######## design 1 ########
Figure 1. Met1 routing (design 1).
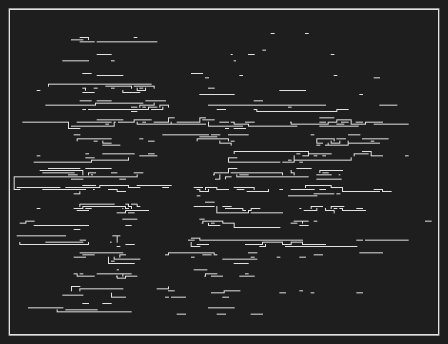
Figure 2. M2 wires (design 1).
Cells faint in the background.
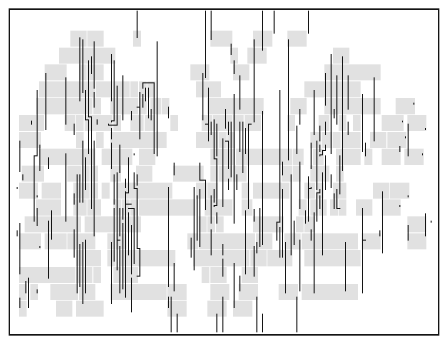
[config.mk]
export PLATFORM = sky130hd
export DESIGN_NAME = bus_slot_scheduler
export DESIGN_NICKNAME = d
export VERILOG_FILES = /design/src/rtl/bus_slot_scheduler_pkg.sv /design/src/rtl/bus_phase_gen.sv /design/src/rtl/bus_slot_scheduler.sv
export SDC_FILE = /design/constraint.sdc
export NUM_CORES = 1
export LEC_CHECK = 0
export ABC_AREA = 1
export ABC_CLOCK_PERIOD_IN_PS = 1500
export CELL_PAD_IN_SITES_DETAIL_PLACEMENT = 0
export CELL_PAD_IN_SITES_GLOBAL_PLACEMENT = 1
export CORE_ASPECT_RATIO = 0.75
export CORE_UTILIZATION = 32
export DETAILED_ROUTE_END_ITERATION = 12
export MAX_ROUTING_LAYER = met4
export PLACE_DENSITY = 0.81
export SYNTH_ARGS = -nofsm -noshare
export SYNTH_HDL_FRONTEND = slang
export SYNTH_SLANG_ARGS = --single-unit
[constraint.sdc]
create_clock -name CLK_6M -period 1.5 [get_ports CLK_6M]
set_input_delay 0.45 -clock CLK_6M [delete_from_list [all_inputs] [get_ports CLK_6M]]
set_output_delay 0.45 -clock CLK_6M [all_outputs]
set_load 0.01 [all_outputs]
[src/rtl/bus_slot_scheduler_pkg.sv]
// Shared encodings for the bus slot scheduler: grant codes, DMA FSM states,
// phase boundary constants and the DMA source address helper.
package bus_slot_scheduler_pkg;

  localparam logic [1:0] GNT_IDLE   = 2'b00;
  localparam logic [1:0] GNT_MASTER = 2'b01;
  localparam logic [1:0] GNT_SLAVE  = 2'b10;
  localparam logic [1:0] GNT_DMA    = 2'b11;

  // Phase value at which each half-slot begins.
  localparam logic [1:0] PH_MSTART = 2'd0;
  localparam logic [1:0] PH_SSTART = 2'd2;

  typedef enum logic [1:0] {
    ST_IDLE = 2'd0,
    ST_ARM  = 2'd1,
    ST_XFER = 2'd2,
    ST_DONE = 2'd3
  } dma_state_e;

  // Work RAM source address; wraps within the 13-bit space.
  function automatic logic [12:0] dma_addr(input logic [12:0] base, input logic [12:0] offs);
    return base + offs;
  endfunction

endpackage

[src/rtl/bus_phase_gen.sv]
// Free-running 4-phase counter of the shared bus: exposes 1H, 2H, S2H and the
// upcoming phase value so that other blocks can act on slot boundaries.
module bus_phase_gen (
  input  logic       clk_i,
  input  logic       rst_i,
  output logic [1:0] h_next_o,
  output logic       clk_1h_o,
  output logic       clk_2h_o,
  output logic       clk_s2h_o
);

  logic [1:0] h_q;
  logic [1:0] h_d;

  assign h_d = h_q + 2'd1;

  always_ff @(posedge clk_i or posedge rst_i) begin
    if (rst_i) begin
      h_q <= 2'd0;
    end else begin
      h_q <= h_d;
    end
  end

  assign h_next_o  = h_d;
  assign clk_1h_o  = h_q[0];
  assign clk_2h_o  = h_q[1];
  assign clk_s2h_o = h_q[1] ^ h_q[0];

endmodule

[src/rtl/bus_slot_scheduler.sv]
// Shared-bus half-slot allocator for master CPU, slave CPU and the vblank object DMA.
// Build option BUS_DMA_FAIR_EN: DMA yields alternate slave halves to a requesting slave CPU.
module bus_slot_scheduler
  import bus_slot_scheduler_pkg::*;
#(
  parameter logic [12:0] DMA_BASE = 13'h1800,
  parameter int          DMA_LEN  = 256,
  parameter int          CNT_W    = 9
) (
  input  logic             CLK_6M,
  input  logic             rst,
  output logic             CLK_1H,
  output logic             CLK_2H,
  output logic             CLK_S2H,
  input  logic             nMREQ,
  input  logic             nSREQ,
  output logic             MRDY,
  output logic             SRDY,
  input  logic             DMA_START,
  output logic [12:0]      DMA_A,
  output logic [CNT_W-1:0] OBJ_A,
  output logic             OBJ_WE,
  output logic [1:0]       GRANT,
  output logic             DMA_BUSY,
  output logic             DMA_DONE
);

  localparam logic [CNT_W-1:0] IDX_LAST = CNT_W'(DMA_LEN - 1);

  logic [1:0]       h_next;
  dma_state_e       state_q;
  logic [1:0]       grant_q;
  logic             mrdy_q;
  logic             srdy_q;
  logic             obj_we_q;
  logic             done_q;
  logic [CNT_W-1:0] idx_q;
  logic [1:0]       slave_grant_d;
  logic             dma_slot_d;
  logic             at_mstart;
  logic             at_sstart;
  logic             at_mrdy;
  logic             at_srdy;
`ifdef BUS_DMA_FAIR_EN
  logic             dma_turn_q;
`endif

  bus_phase_gen u_phase (
    .clk_i     (CLK_6M),
    .rst_i     (rst),
    .h_next_o  (h_next),
    .clk_1h_o  (CLK_1H),
    .clk_2h_o  (CLK_2H),
    .clk_s2h_o (CLK_S2H)
  );

  // Each condition is true on the edge that enters the named phase.
  assign at_mstart = (h_next == PH_MSTART);
  assign at_sstart = (h_next == PH_SSTART);
  assign at_mrdy   = (h_next == PH_MSTART + 2'd1);
  assign at_srdy   = (h_next == PH_SSTART + 2'd1);

  // ARM is included so the half that starts the burst is already a DMA half.
  always_comb begin
    dma_slot_d = (state_q == ST_ARM) || (state_q == ST_XFER);
`ifdef BUS_DMA_FAIR_EN
    dma_slot_d = dma_slot_d && (nSREQ || (state_q == ST_ARM) || dma_turn_q);
`endif
    if (dma_slot_d) begin
      slave_grant_d = GNT_DMA;
    end else if (!nSREQ) begin
      slave_grant_d = GNT_SLAVE;
    end else begin
      slave_grant_d = GNT_IDLE;
    end
  end

  always_ff @(posedge CLK_6M or posedge rst) begin
    if (rst) begin
      state_q    <= ST_IDLE;
      grant_q    <= GNT_IDLE;
      mrdy_q     <= 1'b0;
      srdy_q     <= 1'b0;
      obj_we_q   <= 1'b0;
      done_q     <= 1'b0;
      idx_q      <= '0;
`ifdef BUS_DMA_FAIR_EN
      dma_turn_q <= 1'b1;
`endif
    end else begin
      mrdy_q   <= 1'b0;
      srdy_q   <= 1'b0;
      obj_we_q <= 1'b0;
      done_q   <= 1'b0;

      if (at_mstart) begin
        grant_q <= nMREQ ? GNT_IDLE : GNT_MASTER;
      end
      if (at_sstart) begin
        grant_q <= slave_grant_d;
`ifdef BUS_DMA_FAIR_EN
        dma_turn_q <= (slave_grant_d != GNT_DMA);
`endif
      end
      if (at_mrdy) begin
        mrdy_q <= (grant_q == GNT_MASTER);
      end
      if (at_srdy) begin
        srdy_q   <= (grant_q == GNT_SLAVE);
        obj_we_q <= (grant_q == GNT_DMA);
      end

      case (state_q)
        ST_IDLE: begin
          if (DMA_START) begin
            state_q <= ST_ARM;
          end
        end
        ST_ARM: begin
          if (at_sstart) begin
            state_q <= ST_XFER;
          end
        end
        ST_XFER: begin
          // The index advances on the edge that closes the write strobe.
          if (obj_we_q) begin
            if (idx_q == IDX_LAST) begin
              state_q <= ST_DONE;
              done_q  <= 1'b1;
              idx_q   <= '0;
            end else begin
              idx_q <= idx_q + 1'b1;
            end
          end
        end
        ST_DONE: begin
          state_q <= ST_IDLE;
        end
        default: begin
          state_q <= ST_IDLE;
        end
      endcase
    end
  end

  assign GRANT    = grant_q;
  assign MRDY     = mrdy_q;
  assign SRDY     = srdy_q;
  assign OBJ_WE   = obj_we_q;
  assign OBJ_A    = idx_q;
  assign DMA_A    = dma_addr(DMA_BASE, 13'(idx_q));
  assign DMA_BUSY = (state_q != ST_IDLE);
  assign DMA_DONE = done_q;

endmodule

==> notes.md <==
impl run done, here's what came out: cts bufs inserted=3, Clock Root Buffer=clkbuf_8, Nets=189, flip-flops with a built-in enable=0, status=finished clean, Logic inverters=21, final-layout fill cell count=310, routed wl met2=1160 microns, RSZ-0062 raised after global routing=yes, # setup viols final=0, GRT Util Overall=14.3%, starting density of the core=35.1%, tool warnings=34, largest area contributor in the netlist=dfrtp_1, Late-Pin Clk Latency=0.25 ns, largest net degree at the start of global routing=20, Critical Path AT=1.04 ns, hold_ws=0.512 ns, gr ovfl total=0, Post-CTS Setup Bufs=7, Critical Path End=CLK_S2H, cells in synth_stat.txt=124, top sig layer=met4, drt first pass iters=4, Detail Route met3 WL=124 microns, Final Slew Violations=0, worst path cell trace=inv_2, ha_4, buf_6, FF-to-FF Start=state_q[0]$_DFFE_PP0P_, CTS max path bufs=2, Worst path depth=3, Syn Inst Count=124, fin area=1620 sq um, CP Max Fanout=2, logic area=495 sq um, # resized after CTS=42, Synthesis Warnings=0, I/O Buffers=32, Switching Share=32.4%, sequential fraction of the synthesis area=44.2%, hold_buf cts=0, Synth cell types=20, initial antenna violation count=0, combinational fraction of design power=46.1%, comb_multi_in=73, Cell Int Power=1.21 mW, die y size=52.2 microns, Critical Path Start=u_phase.h_q[1]$_DFF_PP0_, Reg power frac=34.3%, Post-Syn Area=1080 sq um, total die size=3600 sq um, combinational share of cell area=30.5%, CTS tree=built, buffering overhead=29.7%, Non-CTS buffers=57, clock-cell share of area=2.77%, Top Usage Layer GRT=met2, Commonest Layout Cell=buf_4, Reg-to-Reg End=OBJ_A[6]$_DFFE_PP0P_
## Picture notes: Figure 1
The wires run mostly horizontal. The layer carries 933 microns of wire.
final WL: 2220 microns
met1 Track Usage GR: 15.9%

## Picture notes: Figure 2
The layer holds 52% of the routed length. The layer carries 1160 microns of wire. The longest straight run is 21.4 microns. 154 nets have wire on it.
Global Route met2 Usage: 24.8%
via count: 900

## cells by family after synthesis
group,count (synthesis),synth area share [%]
buffers and inverters,34,16.4
AOI/OAI and AO/OA,7,3.49
DFF,19,44.2
other,2,0.698
xor gates and xnor gates,3,2.44
adders and majority gates,9,10.5
and+or+nand+nor,50,22.3
## registers in the layout, indices dropped and copies added (netlist names)
| register | count |
|---|---|
| MRDY | 1 |
| state_q | 2 |
| DMA_DONE | 1 |
| OBJ_A | 9 |
| OBJ_WE | 1 |
| u_phase.h_q | 2 |
| GRANT | 2 |
| SRDY | 1 |
## metrics by stage
stage | setup slack [ns] | util (%) | total power, mW | cells
after floorplan | 0.193 | - | 1.00 | 126
after global placement | -0.134 | 47.6 | 1.26 | 197
after detailed placement | -0.160 | 47.6 | 1.28 | 197
after CTS | -0.00648 | 50.2 | 1.65 | 208
after global routing | -0.0159 | 53.0 | 1.93 | 212
final | 0.00935 | 53.0 | 1.79 | 212
## power by group through the flow
stage	sequential [mW]	combinational, mW	clock (mW)
after global placement	0.627	0.632	0
final	0.614	0.825	0.350
after CTS	0.609	0.679	0.364
after floorplan	0.646	0.355	0
after detailed placement	0.632	0.650	0
after global routing	0.622	0.923	0.389

######## design 2 ########
`config.mk`:
```
export PLATFORM = sky130hd
export DESIGN_NAME = uart_receiver_flat
export DESIGN_NICKNAME = d
export VERILOG_FILES = /design/src/rtl/uart_receiver_if.sv /design/src/rtl/uart_receiver.sv /design/src/flat_wrapper.sv
export SDC_FILE = /design/constraint.sdc
export NUM_CORES = 1
export LEC_CHECK = 0
export CORE_ASPECT_RATIO = 1.75
export CORE_MARGIN = 4
export CORE_UTILIZATION = 54
export DETAILED_ROUTE_END_ITERATION = 8
export PLACE_DENSITY = 0.77
export SETUP_SLACK_MARGIN = 0.2
export SLEW_MARGIN = 25
export SYNTH_ARGS = -nofsm -noshare
export SYNTH_HDL_FRONTEND = slang
export SYNTH_SLANG_ARGS = --single-unit
export TNS_END_PERCENT = 30
```
`constraint.sdc`:
```
create_clock -name clk -period 1.77 [get_ports clk]
set_input_delay 0.177 -clock clk [delete_from_list [all_inputs] [get_ports clk]]
set_output_delay 0.177 -clock clk [all_outputs]
set_load 0.05 [all_outputs]
```
`src/rtl/uart_receiver_if.sv`:
```
// UART receive-side bus: serial line in, byte holding register out.
// The receiver drives the holding register and status flags (master);
// the consumer/line driver drives rx_in and rx_ack (slave).
interface uart_receiver_if #(
    parameter int DATA_BITS = 8
);
    logic                 rx_in;
    logic                 rx_ack;
    logic [DATA_BITS-1:0] rx_data;
    logic                 rx_valid;
    logic                 rx_busy;
    logic                 rx_frame_err;
    logic                 rx_overrun;

    modport master (
        input  rx_in,
        input  rx_ack,
        output rx_data,
        output rx_valid,
        output rx_busy,
        output rx_frame_err,
        output rx_overrun
    );

    modport slave (
        output rx_in,
        output rx_ack,
        input  rx_data,
        input  rx_valid,
        input  rx_busy,
        input  rx_frame_err,
        input  rx_overrun
    );
endinterface

```
`src/rtl/uart_receiver.sv`:
```
// UART receiver: synchronises the asynchronous serial line, locks onto the
// start bit, samples every bit at its mid-period and delivers complete bytes
// through a valid/ack holding register. Frame is idle-high, one start bit,
// DATA_BITS data bits LSB first, one stop bit, no parity.
module uart_receiver #(
    parameter int CLKS_PER_BIT = 16,
    parameter int DATA_BITS    = 8
) (
    input  logic               clk,
    input  logic               rst,
    uart_receiver_if.master    rx
);

    localparam int CW = $clog2(CLKS_PER_BIT);
    localparam int BW = $clog2(DATA_BITS);

    localparam logic [CW-1:0] HALF_LAST = CW'(CLKS_PER_BIT / 2 - 1);
    localparam logic [CW-1:0] BIT_LAST  = CW'(CLKS_PER_BIT - 1);
    localparam logic [BW-1:0] DATA_LAST = BW'(DATA_BITS - 1);

    typedef enum logic [1:0] {
        IDLE,
        START,
        DATA,
        STOP
    } state_t;

    state_t                 state_q;
    logic                   syncMeta_q;
    logic                   rxSync_q;
    logic [CW-1:0]          clkCnt_q;
    logic [BW-1:0]          bitCnt_q;
    logic [DATA_BITS-1:0]   shiftReg_q;
    logic [DATA_BITS-1:0]   rxData_q;
    logic                   rxValid_q;
    logic                   rxBusy_q;
    logic                   frameErr_q;
    logic                   overrun_q;

    // Two-flop synchroniser; everything downstream looks only at rxSync_q.
    always_ff @(posedge clk) begin
        if (rst) begin
            syncMeta_q <= 1'b1;
            rxSync_q   <= 1'b1;
        end else begin
            syncMeta_q <= rx.rx_in;
            rxSync_q   <= syncMeta_q;
        end
    end

    // Frame FSM with bit timing, shift register, holding register and flags.
    always_ff @(posedge clk) begin
        if (rst) begin
            state_q    <= IDLE;
            clkCnt_q   <= '0;
            bitCnt_q   <= '0;
            shiftReg_q <= '0;
            rxData_q   <= '0;
            rxValid_q  <= 1'b0;
            rxBusy_q   <= 1'b0;
            frameErr_q <= 1'b0;
            overrun_q  <= 1'b0;
        end else begin
            frameErr_q <= 1'b0;
            overrun_q  <= 1'b0;

            if (rx.rx_ack && rxValid_q) begin
                rxValid_q <= 1'b0;
            end

            case (state_q)
                IDLE: begin
                    clkCnt_q <= '0;
                    bitCnt_q <= '0;
                    if (!rxSync_q) begin
                        state_q  <= START;
                        rxBusy_q <= 1'b1;
                    end
                end

                START: begin
                    if (clkCnt_q == HALF_LAST) begin
                        clkCnt_q <= '0;
                        if (!rxSync_q) begin
                            state_q <= DATA;
                        end else begin
                            state_q  <= IDLE;
                            rxBusy_q <= 1'b0;
                        end
                    end else begin
                        clkCnt_q <= clkCnt_q + 1'b1;
                    end
                end

                DATA: begin
                    if (clkCnt_q == BIT_LAST) begin
                        clkCnt_q   <= '0;
                        shiftReg_q <= {rxSync_q, shiftReg_q[DATA_BITS-1:1]};
                        if (bitCnt_q == DATA_LAST) begin
                            bitCnt_q <= '0;
                            state_q  <= STOP;
                        end else begin
                            bitCnt_q <= bitCnt_q + 1'b1;
                        end
                    end else begin
                        clkCnt_q <= clkCnt_q + 1'b1;
                    end
                end

                STOP: begin
                    if (clkCnt_q == BIT_LAST) begin
                        clkCnt_q <= '0;
                        state_q  <= IDLE;
                        rxBusy_q <= 1'b0;
                        if (rxSync_q) begin
                            if (!rxValid_q || rx.rx_ack) begin
                                rxData_q  <= shiftReg_q;
                                rxValid_q <= 1'b1;
                            end else begin
                                overrun_q <= 1'b1;
                            end
                        end else begin
                            frameErr_q <= 1'b1;
                        end
                    end else begin
                        clkCnt_q <= clkCnt_q + 1'b1;
                    end
                end

                default: begin
                    state_q  <= IDLE;
                    rxBusy_q <= 1'b0;
                end
            endcase
        end
    end

    assign rx.rx_data      = rxData_q;
    assign rx.rx_valid     = rxValid_q;
    assign rx.rx_busy      = rxBusy_q;
    assign rx.rx_frame_err = frameErr_q;
    assign rx.rx_overrun   = overrun_q;

endmodule

```
`src/flat_wrapper.sv`:
```
// flat-port wrapper written by rule: the top's interface ports become plain ports
module uart_receiver_flat 
#(
    parameter int CLKS_PER_BIT = 16,
    parameter int DATA_BITS    = 8
)
  (clk, rst, rx_rx_in, rx_rx_ack, rx_rx_data, rx_rx_valid, rx_rx_busy, rx_rx_frame_err, rx_rx_overrun);
  uart_receiver_if #(.DATA_BITS(DATA_BITS)) rx_i ();
  input  logic clk;
  input  logic rst;
  input wire logic [$bits(rx_i.rx_in)-1:0] rx_rx_in;
  input wire logic [$bits(rx_i.rx_ack)-1:0] rx_rx_ack;
  output wire logic [$bits(rx_i.rx_data)-1:0] rx_rx_data;
  output wire logic [$bits(rx_i.rx_valid)-1:0] rx_rx_valid;
  output wire logic [$bits(rx_i.rx_busy)-1:0] rx_rx_busy;
  output wire logic [$bits(rx_i.rx_frame_err)-1:0] rx_rx_frame_err;
  output wire logic [$bits(rx_i.rx_overrun)-1:0] rx_rx_overrun;
  assign rx_i.rx_in = rx_rx_in;
  assign rx_i.rx_ack = rx_rx_ack;
  assign rx_rx_data = rx_i.rx_data;
  assign rx_rx_valid = rx_i.rx_valid;
  assign rx_rx_busy = rx_i.rx_busy;
  assign rx_rx_frame_err = rx_i.rx_frame_err;
  assign rx_rx_overrun = rx_i.rx_overrun;
  uart_receiver #(.CLKS_PER_BIT(CLKS_PER_BIT), .DATA_BITS(DATA_BITS)) u_core (.clk(clk), .rst(rst), .rx(rx_i));
endmodule
```
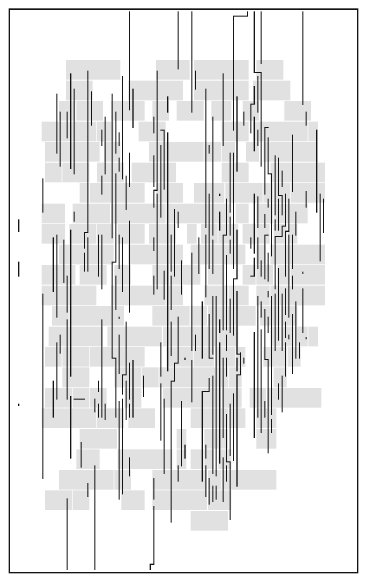
Figure 3: design 2, M2 wires.
Cells faint in the background.
The layer carries 1440 microns of wire. The layer holds 57% of the routed length.
via count: 974
final WL: 2520 microns
Global Route met2 Usage: 31.3%

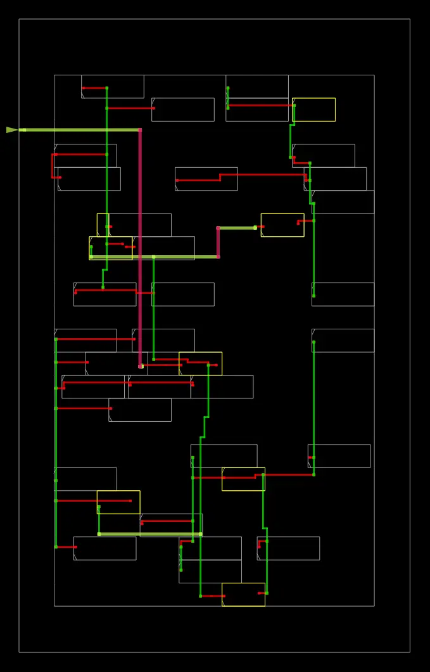
Figure 4: design 2, clock routing.
seq_cells: 31
clk_skew: 0.00428 ns

==> notes.md <==
impl run done, here's what came out: CP required=1.59 ns, cells in synth_stat.txt=133, DRC viols=0, initial antenna violation count=0, Top non-seq family=simple AND/OR/NAND/NOR gates, wire length on met1=981 microns, drt first pass iters=4, Die Wd=46.1 microns, total die size=3440 sq um, Late-Pin Clk Latency=0.28 ns, Setup CP Type=reg -> out, Seq/total area=38.1%, GRT Util Overall=18.4%, fa+ha+maj area frac=2.74%, status=finished clean, sequential cell area=622 sq um, final hold violation count=0, final-layout fill cell count=195, startpoint types=flip-flop, n_diodes=0, crit path capture type=output pin, tool warnings=28, Pwr Density=828 nW/um^2, Slew @ Worst Pin=0.511 ns, Max-Cap Viols=0, Area contributors post-synth=dfxtp_1 45%, mux2i_1 12%, nand2b_1 8.2%, worst path cell trace=clkdlybuf4s50_1, Critical Path Max Stage Delay=0.80 ns, total leakage power=0.728 nW, CP Max Fanout=2, fmax=629 MHz, WP buf/inv=1, Post-synth regs=31, top cell category=multi-input combinational cells
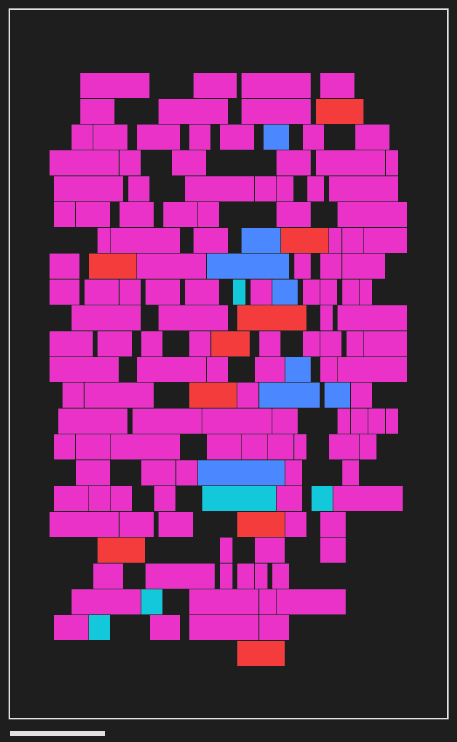
Figure 5: design 2, drive-strength map.
Scale bar: 10 microns.
drive 1 or less: drawn in magenta, cells 128, share 85%, most used dfxtp_1. drive 3 to 4: drawn in blue, cells 8, share 5.3%, most used buf_4. drive 2: drawn in cyan, cells 5, share 3.3%, most used or2_2. drive 6 and up: drawn in red, cells 9, share 6.0%, most used clkbuf_8.
Non-CTS buffers: 20
fin area: 1630 sq um
Area Overhead vs Synth: 19.1%

==> path summary, 6_finish.rpt <==
check | start | endpoint | slack, ns | cells after the start
worst min register to register | u_core.syncMeta_q$_SDFF_PP1_ | u_core.rxSync_q$_SDFF_PP1_ | 0.40 | 1
worst min-delay path | u_core.syncMeta_q$_SDFF_PP1_ | u_core.rxSync_q$_SDFF_PP1_ | 0.40 | 1
worst max register to register | u_core.state_q[0]$_SDFFE_PP0P_ | u_core.rx.rx_data[4]$_SDFFE_PP0P_ | 0.32 | 4
worst max-delay path | u_core.rx.rx_data[2]$_SDFFE_PP0P_ | rx_rx_data[2] | 0.18 | 1
==> power by group <==
| group | internal [mW] | switching, mW | total, mW |
|---|---|---|---|
| clock network | 0.354 | 0.240 | 0.594 |
| logic | 0.0242 | 0.0208 | 0.0450 |
| registers | 0.703 | 0.00833 | 0.712 |
==> stage by stage <==
step / instance area [sq um] / utilization (%)
after global routing: 1630 / 69.1
after detailed placement: 1510 / 63.9
after floorplan: 1370 / -
after global placement: 1510 / 63.9
final: 1630 / 69.1
after CTS: 1610 / 68.0
==> repair_timing <==
item / in CTS / in global routing
pin swaps: 0 / 0
setup endpoints to repair: 20 / 17
setup buffers: 0 / 0
gates resized: 5 / 7

######## design 3 ########
Figure 6. Drive-strength map (design 3).
Scale bar: 20 microns.
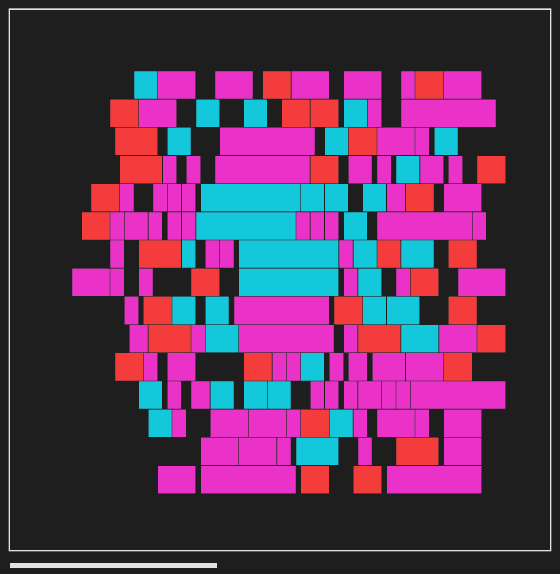
Figure 7. Metal layers overlaid (design 3).
Only two layers are drawn.
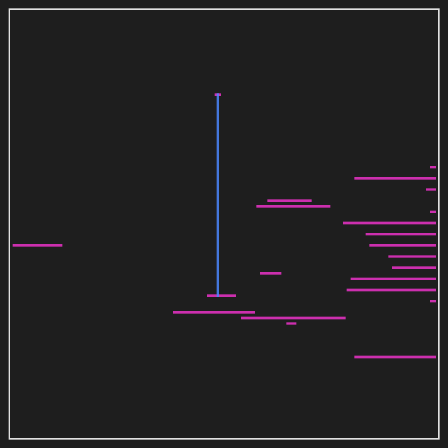
[config.mk]
export PLATFORM = sky130hd
export DESIGN_NAME = request_encoder_8_3
export DESIGN_NICKNAME = d
export VERILOG_FILES = /design/src/rtl/request_encoder_8_3_pkg.sv /design/src/rtl/request_encoder_8_3_priority.sv /design/src/rtl/request_encoder_8_3.sv
export SDC_FILE = /design/constraint.sdc
export NUM_CORES = 1
export LEC_CHECK = 0
export ABC_AREA = 1
export CORE_MARGIN = 4
export CORE_UTILIZATION = 41
export DETAILED_ROUTE_END_ITERATION = 10
export PLACE_DENSITY = 0.81
export SYNTH_ARGS = -nofsm -noshare
export SYNTH_HDL_FRONTEND = slang
export SYNTH_SLANG_ARGS = --single-unit
[constraint.sdc]
create_clock -name clock -period 1.68 [get_ports clock]
set_clock_uncertainty 0.05 [all_clocks]
set_input_delay 0.168 -clock clock [delete_from_list [all_inputs] [get_ports clock]]
set_output_delay 0.168 -clock clock [all_outputs]
set_load 0.05 [all_outputs]
[src/rtl/request_encoder_8_3_pkg.sv]
// Shared sizes and encode/decode helpers for the 8-to-3 request encoder
// and the one-hot 3-to-8 select decoders.
package request_encoder_8_3_pkg;

  localparam int NUM_REQ = 8;
  localparam int IDX_W   = 3;

  // Index of the lowest set bit; 0 when nothing is set.
  function automatic logic [IDX_W-1:0] encode_lowest(input logic [NUM_REQ-1:0] v);
    logic [IDX_W-1:0] r;
    r = '0;
    for (int i = NUM_REQ - 1; i >= 0; i--) begin
      if (v[i]) r = IDX_W'(i);
    end
    return r;
  endfunction

  function automatic logic [NUM_REQ-1:0] decode_onehot(input logic [IDX_W-1:0] idx);
    return NUM_REQ'(1) << idx;
  endfunction

endpackage

[src/rtl/request_encoder_8_3_priority.sv]
// Combinational find-first-set starting at a given index, wrapping 7 -> 0.
module priority_encoder_8_3
  import request_encoder_8_3_pkg::*;
(
  input  logic [NUM_REQ-1:0] i_cand,
  input  logic [IDX_W-1:0]   i_start,
  output logic               o_any,
  output logic [IDX_W-1:0]   o_idx
);

  logic [2*NUM_REQ-1:0] w_dbl;
  logic [NUM_REQ-1:0]   w_rot;
  logic [IDX_W-1:0]     w_off;

  // Rotate so i_start lands at bit 0, search, then add the offset back.
  always_comb begin
    w_dbl = {i_cand, i_cand} >> i_start;
    w_rot = w_dbl[NUM_REQ-1:0];
    w_off = encode_lowest(w_rot);
    o_any = |i_cand;
    o_idx = i_start + w_off;
  end

endmodule

[src/rtl/request_encoder_8_3.sv]
// Sticky request capture with one encoded index presented per valid/ack
// handshake; fixed or rotating priority.
module request_encoder_8_3
  import request_encoder_8_3_pkg::*;
#(
  parameter bit ROUND_ROBIN = 1'b0
) (
  input  logic               clock,
  input  logic               reset_n,
  input  logic               enable,
  input  logic [NUM_REQ-1:0] req,
  input  logic [NUM_REQ-1:0] mask,
  input  logic               ack,
  output logic               out_valid,
  output logic [IDX_W-1:0]   out_idx,
  output logic [NUM_REQ-1:0] pending,
  output logic               dropped
);

  logic [NUM_REQ-1:0] r_pend;
  logic               r_valid;
  logic [IDX_W-1:0]   r_idx;
  logic [IDX_W-1:0]   r_last;
  logic               r_dropped;

  logic               w_accept;
  logic [NUM_REQ-1:0] w_clr;
  logic [NUM_REQ-1:0] w_next_pend;
  logic [NUM_REQ-1:0] w_cand;
  logic [IDX_W-1:0]   w_start;
  logic               w_load;
  logic               w_any;
  logic [IDX_W-1:0]   w_idx;

  // Set wins over clear: a re-request on the acked line keeps it pending.
  always_comb begin
    w_accept    = r_valid & ack;
    w_clr       = w_accept ? decode_onehot(r_idx) : '0;
    w_next_pend = (r_pend & ~w_clr) | req;
    w_cand      = w_next_pend & mask;
    w_start     = ROUND_ROBIN ? (r_last + IDX_W'(1)) : '0;
    w_load      = enable & (~r_valid | w_accept);
  end

  priority_encoder_8_3 u_prio (
    .i_cand  (w_cand),
    .i_start (w_start),
    .o_any   (w_any),
    .o_idx   (w_idx)
  );

  always_ff @(posedge clock or negedge reset_n) begin
    if (!reset_n) begin
      r_pend    <= '0;
      r_valid   <= 1'b0;
      r_idx     <= '0;
      r_last    <= IDX_W'(NUM_REQ - 1);
      r_dropped <= 1'b0;
    end else begin
      r_pend    <= w_next_pend;
      r_dropped <= |(req & r_pend & ~w_clr);
      if (w_load) begin
        r_valid <= w_any;
        if (w_any) begin
          r_idx  <= w_idx;
          r_last <= w_idx;
        end
      end else if (w_accept) begin
        // Acked while disabled: withdraw until enable returns.
        r_valid <= 1'b0;
      end
    end
  end

  assign out_valid = r_valid;
  assign out_idx   = r_idx;
  assign pending   = r_pend;
  assign dropped   = r_dropped;

endmodule

==> notes.md <==
impl run done, here's what came out: power consumption=0.875 mW, Post-synth regs=13, seq_cells=13, sequential fraction of the synthesis area=40.8%, Reg power frac=41.6%, Critical Path Max Stage Delay=0.46 ns, Pwr Density=698 nW/um^2, htree depth=1, final WL=2120 microns, status=finished clean, Slew HR=61.7%, Die Wd=52.1 microns, largest net degree at the start of global routing=14, Logic inverters=18, Core ar.=1780 sq um, Tmin final=1.63 ns
About Figure 6:
drive 3 to 4: drawn in red, cells 31, share 21%, most used buf_4. drive 1 or less: drawn in magenta, cells 85, share 57%, most used nand2_1. drive 2: drawn in cyan, cells 34, share 23%, most used nand2_2.
Area Overhead vs Synth: 57.1%
fin area: 1250 sq um
Non-CTS buffers: 41

About Figure 7:
met3: drawn in magenta, wire length 128 microns. met4: drawn in blue, wire length 24.5 microns.
post-DR wirelength/cell: 12.1 microns
GRT Util Overall: 16.0%

==> critical path: cells and delay by family (launching register included) <==
family | cells | cell delay, ns
AND-OR/OR-AND | 1 | 0.17
buffers and inverters | 2 | 0.13
flip-flops | 1 | 0.46
AND/OR/NAND/NOR | 9 | 0.72
==> kinds of logic after synthesis <==
family | share of synthesized area (%)
and+or+nand+nor | 41.2
AOI/OAI and AO/OA | 9.56
DFF | 40.8
buffers and inverters | 8.46
==> power groups by stage <==
stage	sequential, mW	clock [mW]	combinational [mW]
3_5_place_dp	0.364	0	0.300
6_report	0.363	0.193	0.318
5_1_grt	0.366	0.218	0.341
2_1_floorplan	0.430	0	0.110
3_3_place_gp	0.364	0	0.296
4_1_cts	0.358	0.202	0.301
==> registers in the layout (all words and copies together) (netlist names) <==
name	flops
out_idx	3
dropped	1
pending	8
out_valid	1
==> timing repair <==
action | CTS | global route
setup endpoints to repair | 0 | 3
setup buffers | 0 | 3
gates resized | 0 | 11
==> layer usage <==
layer / GRT usage, % / vias up / wire (microns)
met3: 1.43 / 2 / 128
met5: 0 / - / 0
met1: 20.4 / 362 / 846
met4: 9.17 / 0 / 24
met2: 26.2 / 30 / 1130
li1: - / 415 / -

######## design 4 ########
**config.mk**
```make
export PLATFORM = sky130hd
export DESIGN_NAME = serial_add_ctrl
export DESIGN_NICKNAME = d
export VERILOG_FILES = /design/src/rtl/serial_add_ctrl.sv
export SDC_FILE = /design/constraint.sdc
export NUM_CORES = 1
export LEC_CHECK = 0
export CORE_AREA = 2 2 44 87
export DETAILED_ROUTE_END_ITERATION = 10
export DIE_AREA = 0 0 46 89
export PLACE_DENSITY = 0.73
export SYNTH_ARGS = -nofsm -noshare
export SYNTH_HDL_FRONTEND = slang
export SYNTH_SLANG_ARGS = --single-unit
```
**constraint.sdc**
```tcl
create_clock -name clk -period 1.08 [get_ports clk]
set_input_delay 0.27 -clock clk [delete_from_list [all_inputs] [get_ports clk]]
set_output_delay 0.27 -clock clk [all_outputs]
set_load 0.02 [all_outputs]
```
**src/rtl/serial_add_ctrl.sv**
```systemverilog
// Bit-serial adder controller: one full-adder cell sequenced LSB-first over WIDTH bits.
// Optional subtract mode enabled by defining SERIAL_ADD_SUB_EN (adds the 'sub' port).
module serial_add_ctrl #(
    parameter int unsigned WIDTH = 8
) (
    input  logic             clk,
    input  logic             rst_n,
    input  logic             start,
    input  logic [WIDTH-1:0] a,
    input  logic [WIDTH-1:0] b,
    input  logic             cin,
`ifdef SERIAL_ADD_SUB_EN
    input  logic             sub,
`endif
    output logic             busy,
    output logic             done,
    output logic [WIDTH-1:0] sum,
    output logic             cout
);

    localparam int unsigned CNT_W = $clog2(WIDTH) + 1;

    typedef enum logic [1:0] {
        S_IDLE = 2'd0,
        S_RUN  = 2'd1,
        S_DONE = 2'd2
    } state_t;

    state_t             r_state;
    state_t             w_state_next;
    logic [WIDTH-1:0]   r_a_sh;
    logic [WIDTH-1:0]   r_b_sh;
    logic               r_carry;
    logic [CNT_W-1:0]   r_cnt;
    logic [WIDTH-1:0]   r_sum;
    logic               r_cout;
    logic               r_busy;
    logic               r_done;

    logic               w_accept;
    logic               w_last;
    logic               w_s;
    logic               w_cy;
    logic               w_busy_d;
    logic               w_done_d;
    logic [WIDTH-1:0]   w_b_cap;
    logic               w_c_cap;

    assign w_accept = start && ((r_state == S_IDLE) || (r_state == S_DONE));
    assign w_last   = (r_cnt == CNT_W'(WIDTH - 1));
    assign w_s      = r_a_sh[0] ^ r_b_sh[0] ^ r_carry;
    assign w_cy     = (r_a_sh[0] & r_b_sh[0]) | (r_a_sh[0] & r_carry) | (r_b_sh[0] & r_carry);

`ifdef SERIAL_ADD_SUB_EN
    // Subtract as a + ~b + 1; cin is ignored in that mode.
    assign w_b_cap = sub ? ~b : b;
    assign w_c_cap = sub ? 1'b1 : cin;
`else
    assign w_b_cap = b;
    assign w_c_cap = cin;
`endif

    // State register
    always_ff @(posedge clk or negedge rst_n) begin
        if (!rst_n) begin
            r_state <= S_IDLE;
        end else begin
            r_state <= w_state_next;
        end
    end

    // Next-state logic; any unused encoding falls back to IDLE
    always_comb begin
        w_state_next = S_IDLE;
        case (r_state)
            S_IDLE:  w_state_next = start  ? S_RUN  : S_IDLE;
            S_RUN:   w_state_next = w_last ? S_DONE : S_RUN;
            S_DONE:  w_state_next = start  ? S_RUN  : S_IDLE;
            default: w_state_next = S_IDLE;
        endcase
    end

    // Output decode from the upcoming state so busy/done come straight from flops
    always_comb begin
        w_busy_d = 1'b0;
        w_done_d = 1'b0;
        case (w_state_next)
            S_RUN:   w_busy_d = 1'b1;
            S_DONE:  w_done_d = 1'b1;
            default: ;
        endcase
    end

    // Datapath: operand capture, serial add, result hold
    always_ff @(posedge clk or negedge rst_n) begin
        if (!rst_n) begin
            r_a_sh  <= '0;
            r_b_sh  <= '0;
            r_carry <= 1'b0;
            r_cnt   <= '0;
            r_sum   <= '0;
            r_cout  <= 1'b0;
            r_busy  <= 1'b0;
            r_done  <= 1'b0;
        end else begin
            r_busy <= w_busy_d;
            r_done <= w_done_d;
            if (w_accept) begin
                r_a_sh  <= a;
                r_b_sh  <= w_b_cap;
                r_carry <= w_c_cap;
                r_cnt   <= '0;
                r_sum   <= '0;
            end else if (r_state == S_RUN) begin
                r_carry <= w_cy;
                r_sum   <= {w_s, r_sum[WIDTH-1:1]};
                r_a_sh  <= r_a_sh >> 1;
                r_b_sh  <= r_b_sh >> 1;
                r_cnt   <= r_cnt + CNT_W'(1);
                if (w_last) begin
                    r_cout <= w_cy;
                end
            end
        end
    end

    assign busy = r_busy;
    assign done = r_done;
    assign sum  = r_sum;
    assign cout = r_cout;

endmodule

```
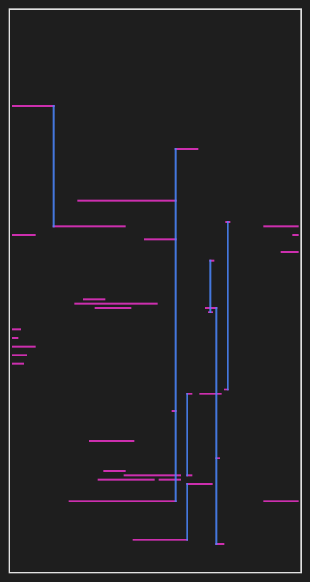
Figure 8: design 4, metal layers overlaid.
Only two layers are drawn.
met3: drawn in magenta, wire length 158 microns. met4: drawn in blue, wire length 169 microns.
GRT Util Overall: 21.3%
post-DR wirelength/cell: 17.4 microns
via count: 1311

==> notes.md <==
impl run done, here's what came out: status=finished with violations, Area contributors post-synth=dfrtp_1 56%, a22o_1 5.8%, nand2_1 5.2%, Post-synth regs=34, Detail Route met3 WL=158 microns, syn_nets=149, Nets=220, CP required=1.26 ns, io pins=31, CP Max Fanout=5, # setup viols final=36, Slew HR=80.4%, Top cell area share=56.5%, Late-Pin Clk Latency=0.29 ns, comb_multi_in=80, total die size=4090 sq um, routing usage on met3=4.04%, power consumption=7.40 mW, DP Area=1970 sq um, vias in the first global route=1332, htree depth=2, CTS sink count=34, fraction of registers with async set/reset=100%, P_clk=0.881 mW, placer congestion estimate=0.773, top cell category=flip-flops and latches, Final Cycle Share=119%, violated checks=negative setup slack, cells in synth_stat.txt=127, Commonest Layout Cell=dfrtp_1, clock share of power=11.9%, final worst slack=-0.203 ns
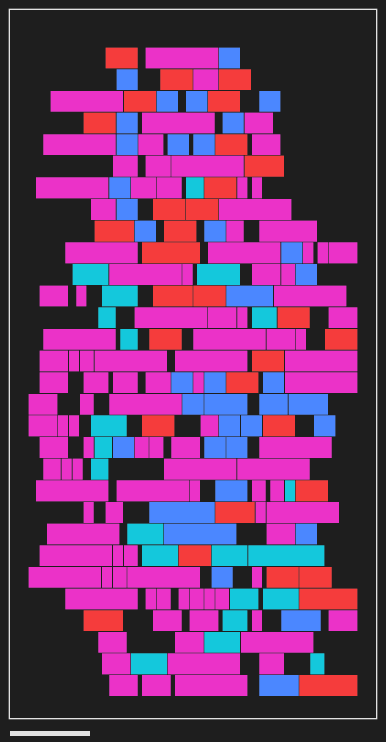
Figure 9: design 4, drive-strength map.
Scale bar: 10 microns.
drive 1 or less: drawn in magenta, cells 109, share 55%, most used dfrtp_1. drive 3 to 4: drawn in blue, cells 37, share 19%, most used buf_4. drive 6 and up: drawn in red, cells 31, share 16%, most used buf_6. drive 2: drawn in cyan, cells 21, share 11%, most used a22oi_2.
Non-CTS buffers: 73
Area Overhead vs Synth: 56.1%
final worst slack: -0.203 ns

## worst max path at each step
stage / slack, ns / endpoint / startpoint / cells after the start
detailed placement: -0.50 / r_carry$_DFFE_PN0P_ / start / 5
global placement: -0.49 / r_carry$_DFFE_PN0P_ / start / 5
floorplan: -0.08 / sum[1]$_DFFE_PN0P_ / r_state[1]$_DFF_PN0_ / 5
finish: -0.20 / r_b_sh[0]$_DFFE_PN0P_ / r_state[0]$_DFF_PN0_ / 3
global route: -0.26 / r_b_sh[0]$_DFFE_PN0P_ / r_state[0]$_DFF_PN0_ / 3
CTS: -0.19 / r_a_sh[0]$_DFFE_PN0P_ / r_state[0]$_DFF_PN0_ / 3
## state kept, by name, indices dropped and copies added, names as in the netlist
name     flops
sum          8
busy         1
r_b_sh       8
r_carry      1
done         1
r_state      2
cout         1
r_cnt        4
r_a_sh       8
## worst max-delay path, stage by stage, from the launching register on
cell     delay (ns)
dfrtp_2        0.46
and2b_2        0.27
buf_6          0.13
a221o_1        0.32
## what timing repair did
item                                    4_1_cts  5_1_grt
pin swaps                                    28       12
endpoints found under the hold margin         0        0
resized                                      90       14
cloned                                        2        0
hold buffers                                  0        0
setup buffers                                 6       12
endpoints found under the setup margin       44       42

######## design 5 ########
Figure 10. Met1 routing (design 5).
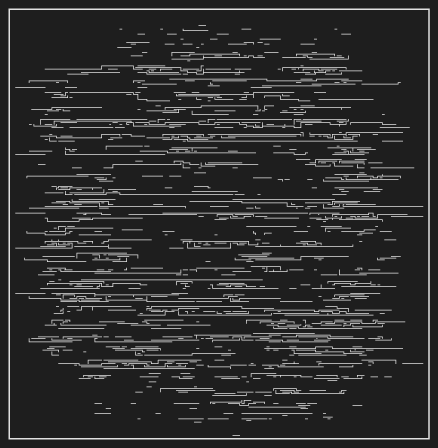
Figure 11. Drive-strength map (design 5).
Scale bar: 20 microns.
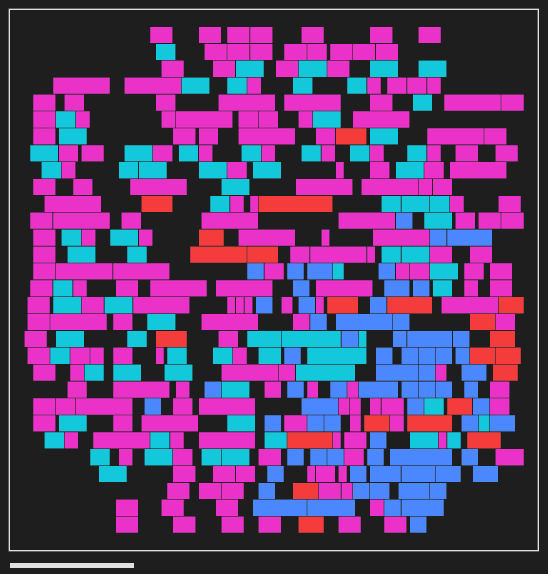
### config.mk
export PLATFORM = sky130hd
export DESIGN_NAME = pc_seq_ctrl
export DESIGN_NICKNAME = d
export VERILOG_FILES = /design/src/rtl/pc_seq_ctrl_pkg.sv /design/src/rtl/pc_seq_ctrl_mem_wdog.sv /design/src/rtl/pc_seq_ctrl.sv
export SDC_FILE = /design/constraint.sdc
export NUM_CORES = 1
export LEC_CHECK = 0
export ABC_AREA = 0
export CAP_MARGIN = 0
export CORE_AREA = 2 2 83 85
export DETAILED_ROUTE_END_ITERATION = 8
export DIE_AREA = 0 0 85 87
export PLACE_DENSITY = 0.75
export SLEW_MARGIN = 15
export SYNTH_ARGS = -nofsm -noshare
export SYNTH_HDL_FRONTEND = slang
export SYNTH_SLANG_ARGS = --single-unit
### constraint.sdc
create_clock -name clk -period 2 [get_ports clk]
set_input_delay 0.5 -clock clk [delete_from_list [all_inputs] [get_ports clk]]
set_output_delay 0.5 -clock clk [all_outputs]
set_load 0.02 [all_outputs]
### src/rtl/pc_seq_ctrl_pkg.sv
// Shared definitions for the next-PC sequencer: state codes, instruction
// class codes, npc select codes and the interrupt vector.
package pc_seq_ctrl_pkg;

  typedef enum logic [2:0] {
    ST_IF   = 3'd0,
    ST_ID   = 3'd1,
    ST_EX   = 3'd2,
    ST_MEM  = 3'd3,
    ST_WB   = 3'd4,
    ST_INT  = 3'd5,
    ST_RSV6 = 3'd6,
    ST_RSV7 = 3'd7
  } state_e;

  typedef enum logic [2:0] {
    CLS_R    = 3'd0,
    CLS_LW   = 3'd1,
    CLS_SW   = 3'd2,
    CLS_BEQ  = 3'd3,
    CLS_J    = 3'd4,
    CLS_JAL  = 3'd5,
    CLS_JR   = 3'd6,
    CLS_ERET = 3'd7
  } cls_e;

  localparam logic [2:0]  NPC_SEL_SEQ  = 3'd0;
  localparam logic [2:0]  NPC_SEL_BEQ  = 3'd1;
  localparam logic [2:0]  NPC_SEL_JMP  = 3'd2;
  localparam logic [2:0]  NPC_SEL_JR   = 3'd3;
  localparam logic [2:0]  NPC_SEL_INT  = 3'd4;
  localparam logic [2:0]  NPC_SEL_ERET = 3'd5;

  localparam logic [31:0] INT_VEC      = 32'h0000_4180;

  // npc select used in an instruction's final cycle when no interrupt is taken
  function automatic logic [2:0] npc_sel_for(input logic [2:0] cls);
    logic [2:0] sel;
    case (cls_e'(cls))
      CLS_R, CLS_LW, CLS_SW: sel = NPC_SEL_SEQ;
      CLS_BEQ:               sel = NPC_SEL_BEQ;
      CLS_J, CLS_JAL:        sel = NPC_SEL_JMP;
      CLS_JR:                sel = NPC_SEL_JR;
      CLS_ERET:              sel = NPC_SEL_ERET;
      default:               sel = NPC_SEL_SEQ;
    endcase
    return sel;
  endfunction

endpackage

### src/rtl/pc_seq_ctrl_mem_wdog.sv
// MEM-stage wait watchdog: counts waiting cycles and flags the last
// permitted cycle (count == MEM_TIMEOUT-1). Clear has priority over enable.
module pc_seq_ctrl_mem_wdog #(
  parameter int MEM_TIMEOUT = 16,
  parameter int TO_W        = 5
) (
  input  logic clk_i,
  input  logic rst_ni,
  input  logic clr_i,
  input  logic en_i,
  output logic done_o
);

  logic [TO_W-1:0] count_q;

  // wait counter: cleared on MEM exit, advances once per waiting cycle
  always_ff @(posedge clk_i or negedge rst_ni) begin
    if (!rst_ni) begin
      count_q <= {TO_W{1'b0}};
    end else if (clr_i) begin
      count_q <= {TO_W{1'b0}};
    end else if (en_i) begin
      count_q <= count_q + {{(TO_W-1){1'b0}}, 1'b1};
    end else begin
      count_q <= count_q;
    end
  end

  assign done_o = (count_q == TO_W'(MEM_TIMEOUT - 1));

endmodule

### src/rtl/pc_seq_ctrl.sv
// Multi-cycle next-PC sequencer. Steps each instruction through
// IF/ID/EX/MEM/WB, strobes the PC in the instruction's final cycle, and owns
// EPC/EXL for level interrupts taken at instruction boundaries.
module pc_seq_ctrl
  import pc_seq_ctrl_pkg::*;
#(
  parameter int MEM_TIMEOUT = 16,
  parameter int TO_W        = 5
) (
  input  logic        clk,
  input  logic        rst,
  input  logic [2:0]  cls,
  input  logic        irq,
  input  logic        ie,
  input  logic        mem_ready,
  input  logic [29:0] npc_in,
  output logic [2:0]  npc_sel,
  output logic        pc_we,
  output logic        ir_we,
  output logic        reg_we,
  output logic        mem_req,
  output logic [29:0] epc,
  output logic        exl,
  output logic        bus_err,
  output logic [2:0]  state
);

  state_e      state_q, state_d;
  logic [29:0] epc_q, epc_d;
  logic        exl_q, exl_d;
  logic        wd_clr_s, wd_en_s, wd_done_s;
  logic        final_s;
  logic        take_s;

  // interrupt is only considered at a boundary and uses the pre-update exl
  assign take_s = irq & ie & ~exl_q;

  pc_seq_ctrl_mem_wdog #(
    .MEM_TIMEOUT (MEM_TIMEOUT),
    .TO_W        (TO_W)
  ) u_mem_wdog (
    .clk_i  (clk),
    .rst_ni (rst),
    .clr_i  (wd_clr_s),
    .en_i   (wd_en_s),
    .done_o (wd_done_s)
  );

  // state, EPC and EXL registers; reset drops any in-flight instruction
  always_ff @(posedge clk or negedge rst) begin
    if (!rst) begin
      state_q <= ST_IF;
      epc_q   <= 30'd0;
      exl_q   <= 1'b0;
    end else begin
      state_q <= state_d;
      epc_q   <= epc_d;
      exl_q   <= exl_d;
    end
  end

  // next-state and Moore/class output decode; boundary handling at the end
  always_comb begin
    state_d  = state_q;
    epc_d    = epc_q;
    exl_d    = exl_q;
    npc_sel  = NPC_SEL_SEQ;
    pc_we    = 1'b0;
    ir_we    = 1'b0;
    reg_we   = 1'b0;
    mem_req  = 1'b0;
    bus_err  = 1'b0;
    wd_clr_s = 1'b1;
    wd_en_s  = 1'b0;
    final_s  = 1'b0;

    case (state_q)
      ST_IF: begin
        ir_we   = 1'b1;
        state_d = ST_ID;
      end
      ST_ID: begin
        case (cls_e'(cls))
          CLS_J, CLS_JR, CLS_ERET: final_s = 1'b1;
          CLS_JAL:                 state_d = ST_WB;
          default:                 state_d = ST_EX;
        endcase
      end
      ST_EX: begin
        case (cls_e'(cls))
          CLS_LW, CLS_SW: state_d = ST_MEM;
          CLS_BEQ:        final_s = 1'b1;
          default:        state_d = ST_WB;
        endcase
      end
      ST_MEM: begin
        mem_req = 1'b1;
        if (mem_ready) begin
          // completion beats a coincident timeout
          if (cls_e'(cls) == CLS_LW) begin
            state_d = ST_WB;
          end else begin
            final_s = 1'b1;
          end
        end else if (wd_done_s) begin
          // bus error: skip the instruction, no interrupt on this cycle
          bus_err = 1'b1;
          pc_we   = 1'b1;
          npc_sel = NPC_SEL_SEQ;
          state_d = ST_IF;
        end else begin
          wd_clr_s = 1'b0;
          wd_en_s  = 1'b1;
        end
      end
      ST_WB: begin
        reg_we  = 1'b1;
        final_s = 1'b1;
      end
      ST_INT: begin
        npc_sel = NPC_SEL_INT;
        pc_we   = 1'b1;
        exl_d   = 1'b1;
        state_d = ST_IF;
      end
      default: begin
        state_d = ST_IF;
      end
    endcase

    if (final_s) begin
      if (take_s) begin
        // hold the PC; EPC keeps the real resume target
        pc_we   = 1'b0;
        npc_sel = NPC_SEL_SEQ;
        epc_d   = npc_in;
        state_d = ST_INT;
      end else begin
        pc_we   = 1'b1;
        npc_sel = npc_sel_for(cls);
        state_d = ST_IF;
        if (cls_e'(cls) == CLS_ERET) begin
          exl_d = 1'b0;
        end else begin
          exl_d = exl_q;
        end
      end
    end else begin
      epc_d = epc_d;
    end
  end

  assign epc   = epc_q;
  assign exl   = exl_q;
  assign state = state_q;

endmodule

==> notes.md <==
impl run done, here's what came out: # setup viols final=5, Top non-seq family=AND-OR/OR-AND gates, Post-Syn Area=2690 sq um, Area contributors post-synth=dfrtp_1 36%, o22ai_2 14%, a21oi_2 9.8%, startpoint types=flip-flop, DRC viols=0, First DRT Iteration DRCs=106, seq_cells=39, CTS max path bufs=2, combinational fraction of design power=69.9%, cells in synth_stat.txt=247, Top cell area share=36.3%, status=finished with violations, final std cells w/o fill=443, final hold violation count=0, final-layout fill cell count=533, Pwr Density=1330 nW/um^2, wire length on met1=3560 microns, mux frac, synth=0.373%, violated checks=negative setup slack, Post-Synth AOI/OAI Area=46.0%, total die size=7400 sq um, Critical Path Start=state[0]$_DFFE_PN0P_, Most common reg cell=dfrtp_1, final worst slack=-0.384 ns, FF-to-FF Start=state[1]$_DFFE_PN0P_, Final Slew Violations=0, Die Wd=85 microns, # resized after CTS=63, clock-cell share of area=1.95%, Switching Share=42.9%, top-count cell post-synth=dfrtp_1, Hold Path Class=in -> async, fmax=419 MHz, flop2flop setup slack=0.10 ns
About Figure 10:
The layer holds 45% of the routed length. The longest straight run is 36.8 microns. The wires run mostly horizontal.
via count: 2545
met1 Track Usage GR: 27.5%
final WL: 7910 microns

About Figure 11:
drive 2: drawn in cyan, cells 75, share 21%, most used o22ai_2. drive 3 to 4: drawn in blue, cells 69, share 19%, most used buf_4. drive 6 and up: drawn in red, cells 22, share 6.1%, most used buf_6. drive 1 or less: drawn in magenta, cells 197, share 54%, most used clkdlybuf4s50_1.
fin area: 4170 sq um
final worst slack: -0.384 ns
Non-CTS buffers: 135
Area Overhead vs Synth: 55.4%

## per-stage QoR
| step | hold WS (ns) | power (mW) | worst slack, ns |
|---|---|---|---|
| 2_1_floorplan | 0.204 | 3.56 | -0.0895 |
| 3_3_place_gp | 0.520 | 4.51 | -1.02 |
| 3_5_place_dp | 0.531 | 4.57 | -1.07 |
| 4_1_cts | 0.278 | 5.35 | -0.358 |
| 5_1_grt | 0.312 | 5.89 | -0.459 |
| 6_report | 0.253 | 5.56 | -0.384 |
## cell families after synthesis
family / count (synthesis)
flip-flops: 39
XOR/XNOR: 3
adder cells (fa/ha/maj): 2
AND-OR/OR-AND: 135
multiplexers: 1
AND/OR/NAND/NOR: 34
buffers and inverters: 33
## critical path: stages, from the launching register on
cell and delay, ns:
dfrtp_2 0.49, nor2b_4 0.21, a32oi_4 0.14, nand2_4 0.12
a21oi_4 0.09, buf_6 0.13, nor4b_4 0.24, buf_4 0.18
## sequential cells by signal, summed over array words and instances, names as in the netlist
name / flops
exl: 1
u_mem_wdog.count_q: 5
state: 3
epc: 30
## per-layer routing
layer / up-vias / track usage [%]
met5: - / 0
met4: 0 / 6.49
met3: 10 / 3.41
met2: 72 / 35.0
met1: 1261 / 27.5
li1: 1202 / -


==> layout pictures side by side <==
M2 wires.
Cells faint in the background.
image #1
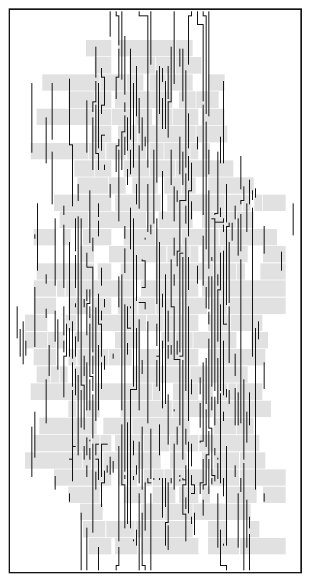
image #2
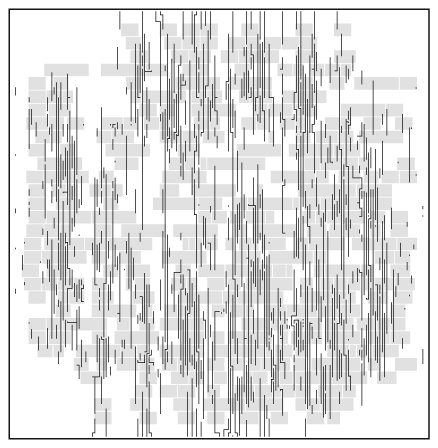
image #3
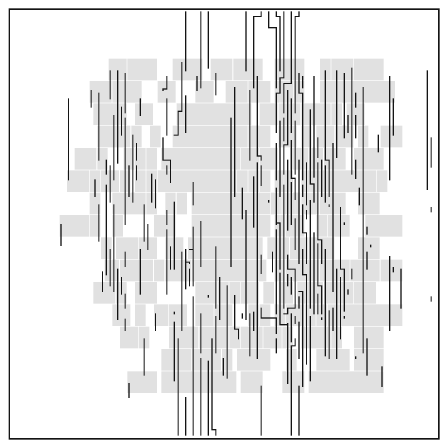
design 4 -> image #1
design 3 -> image #3
design 5 -> image #2

Power is estimated from default activity; no workload was simulated.
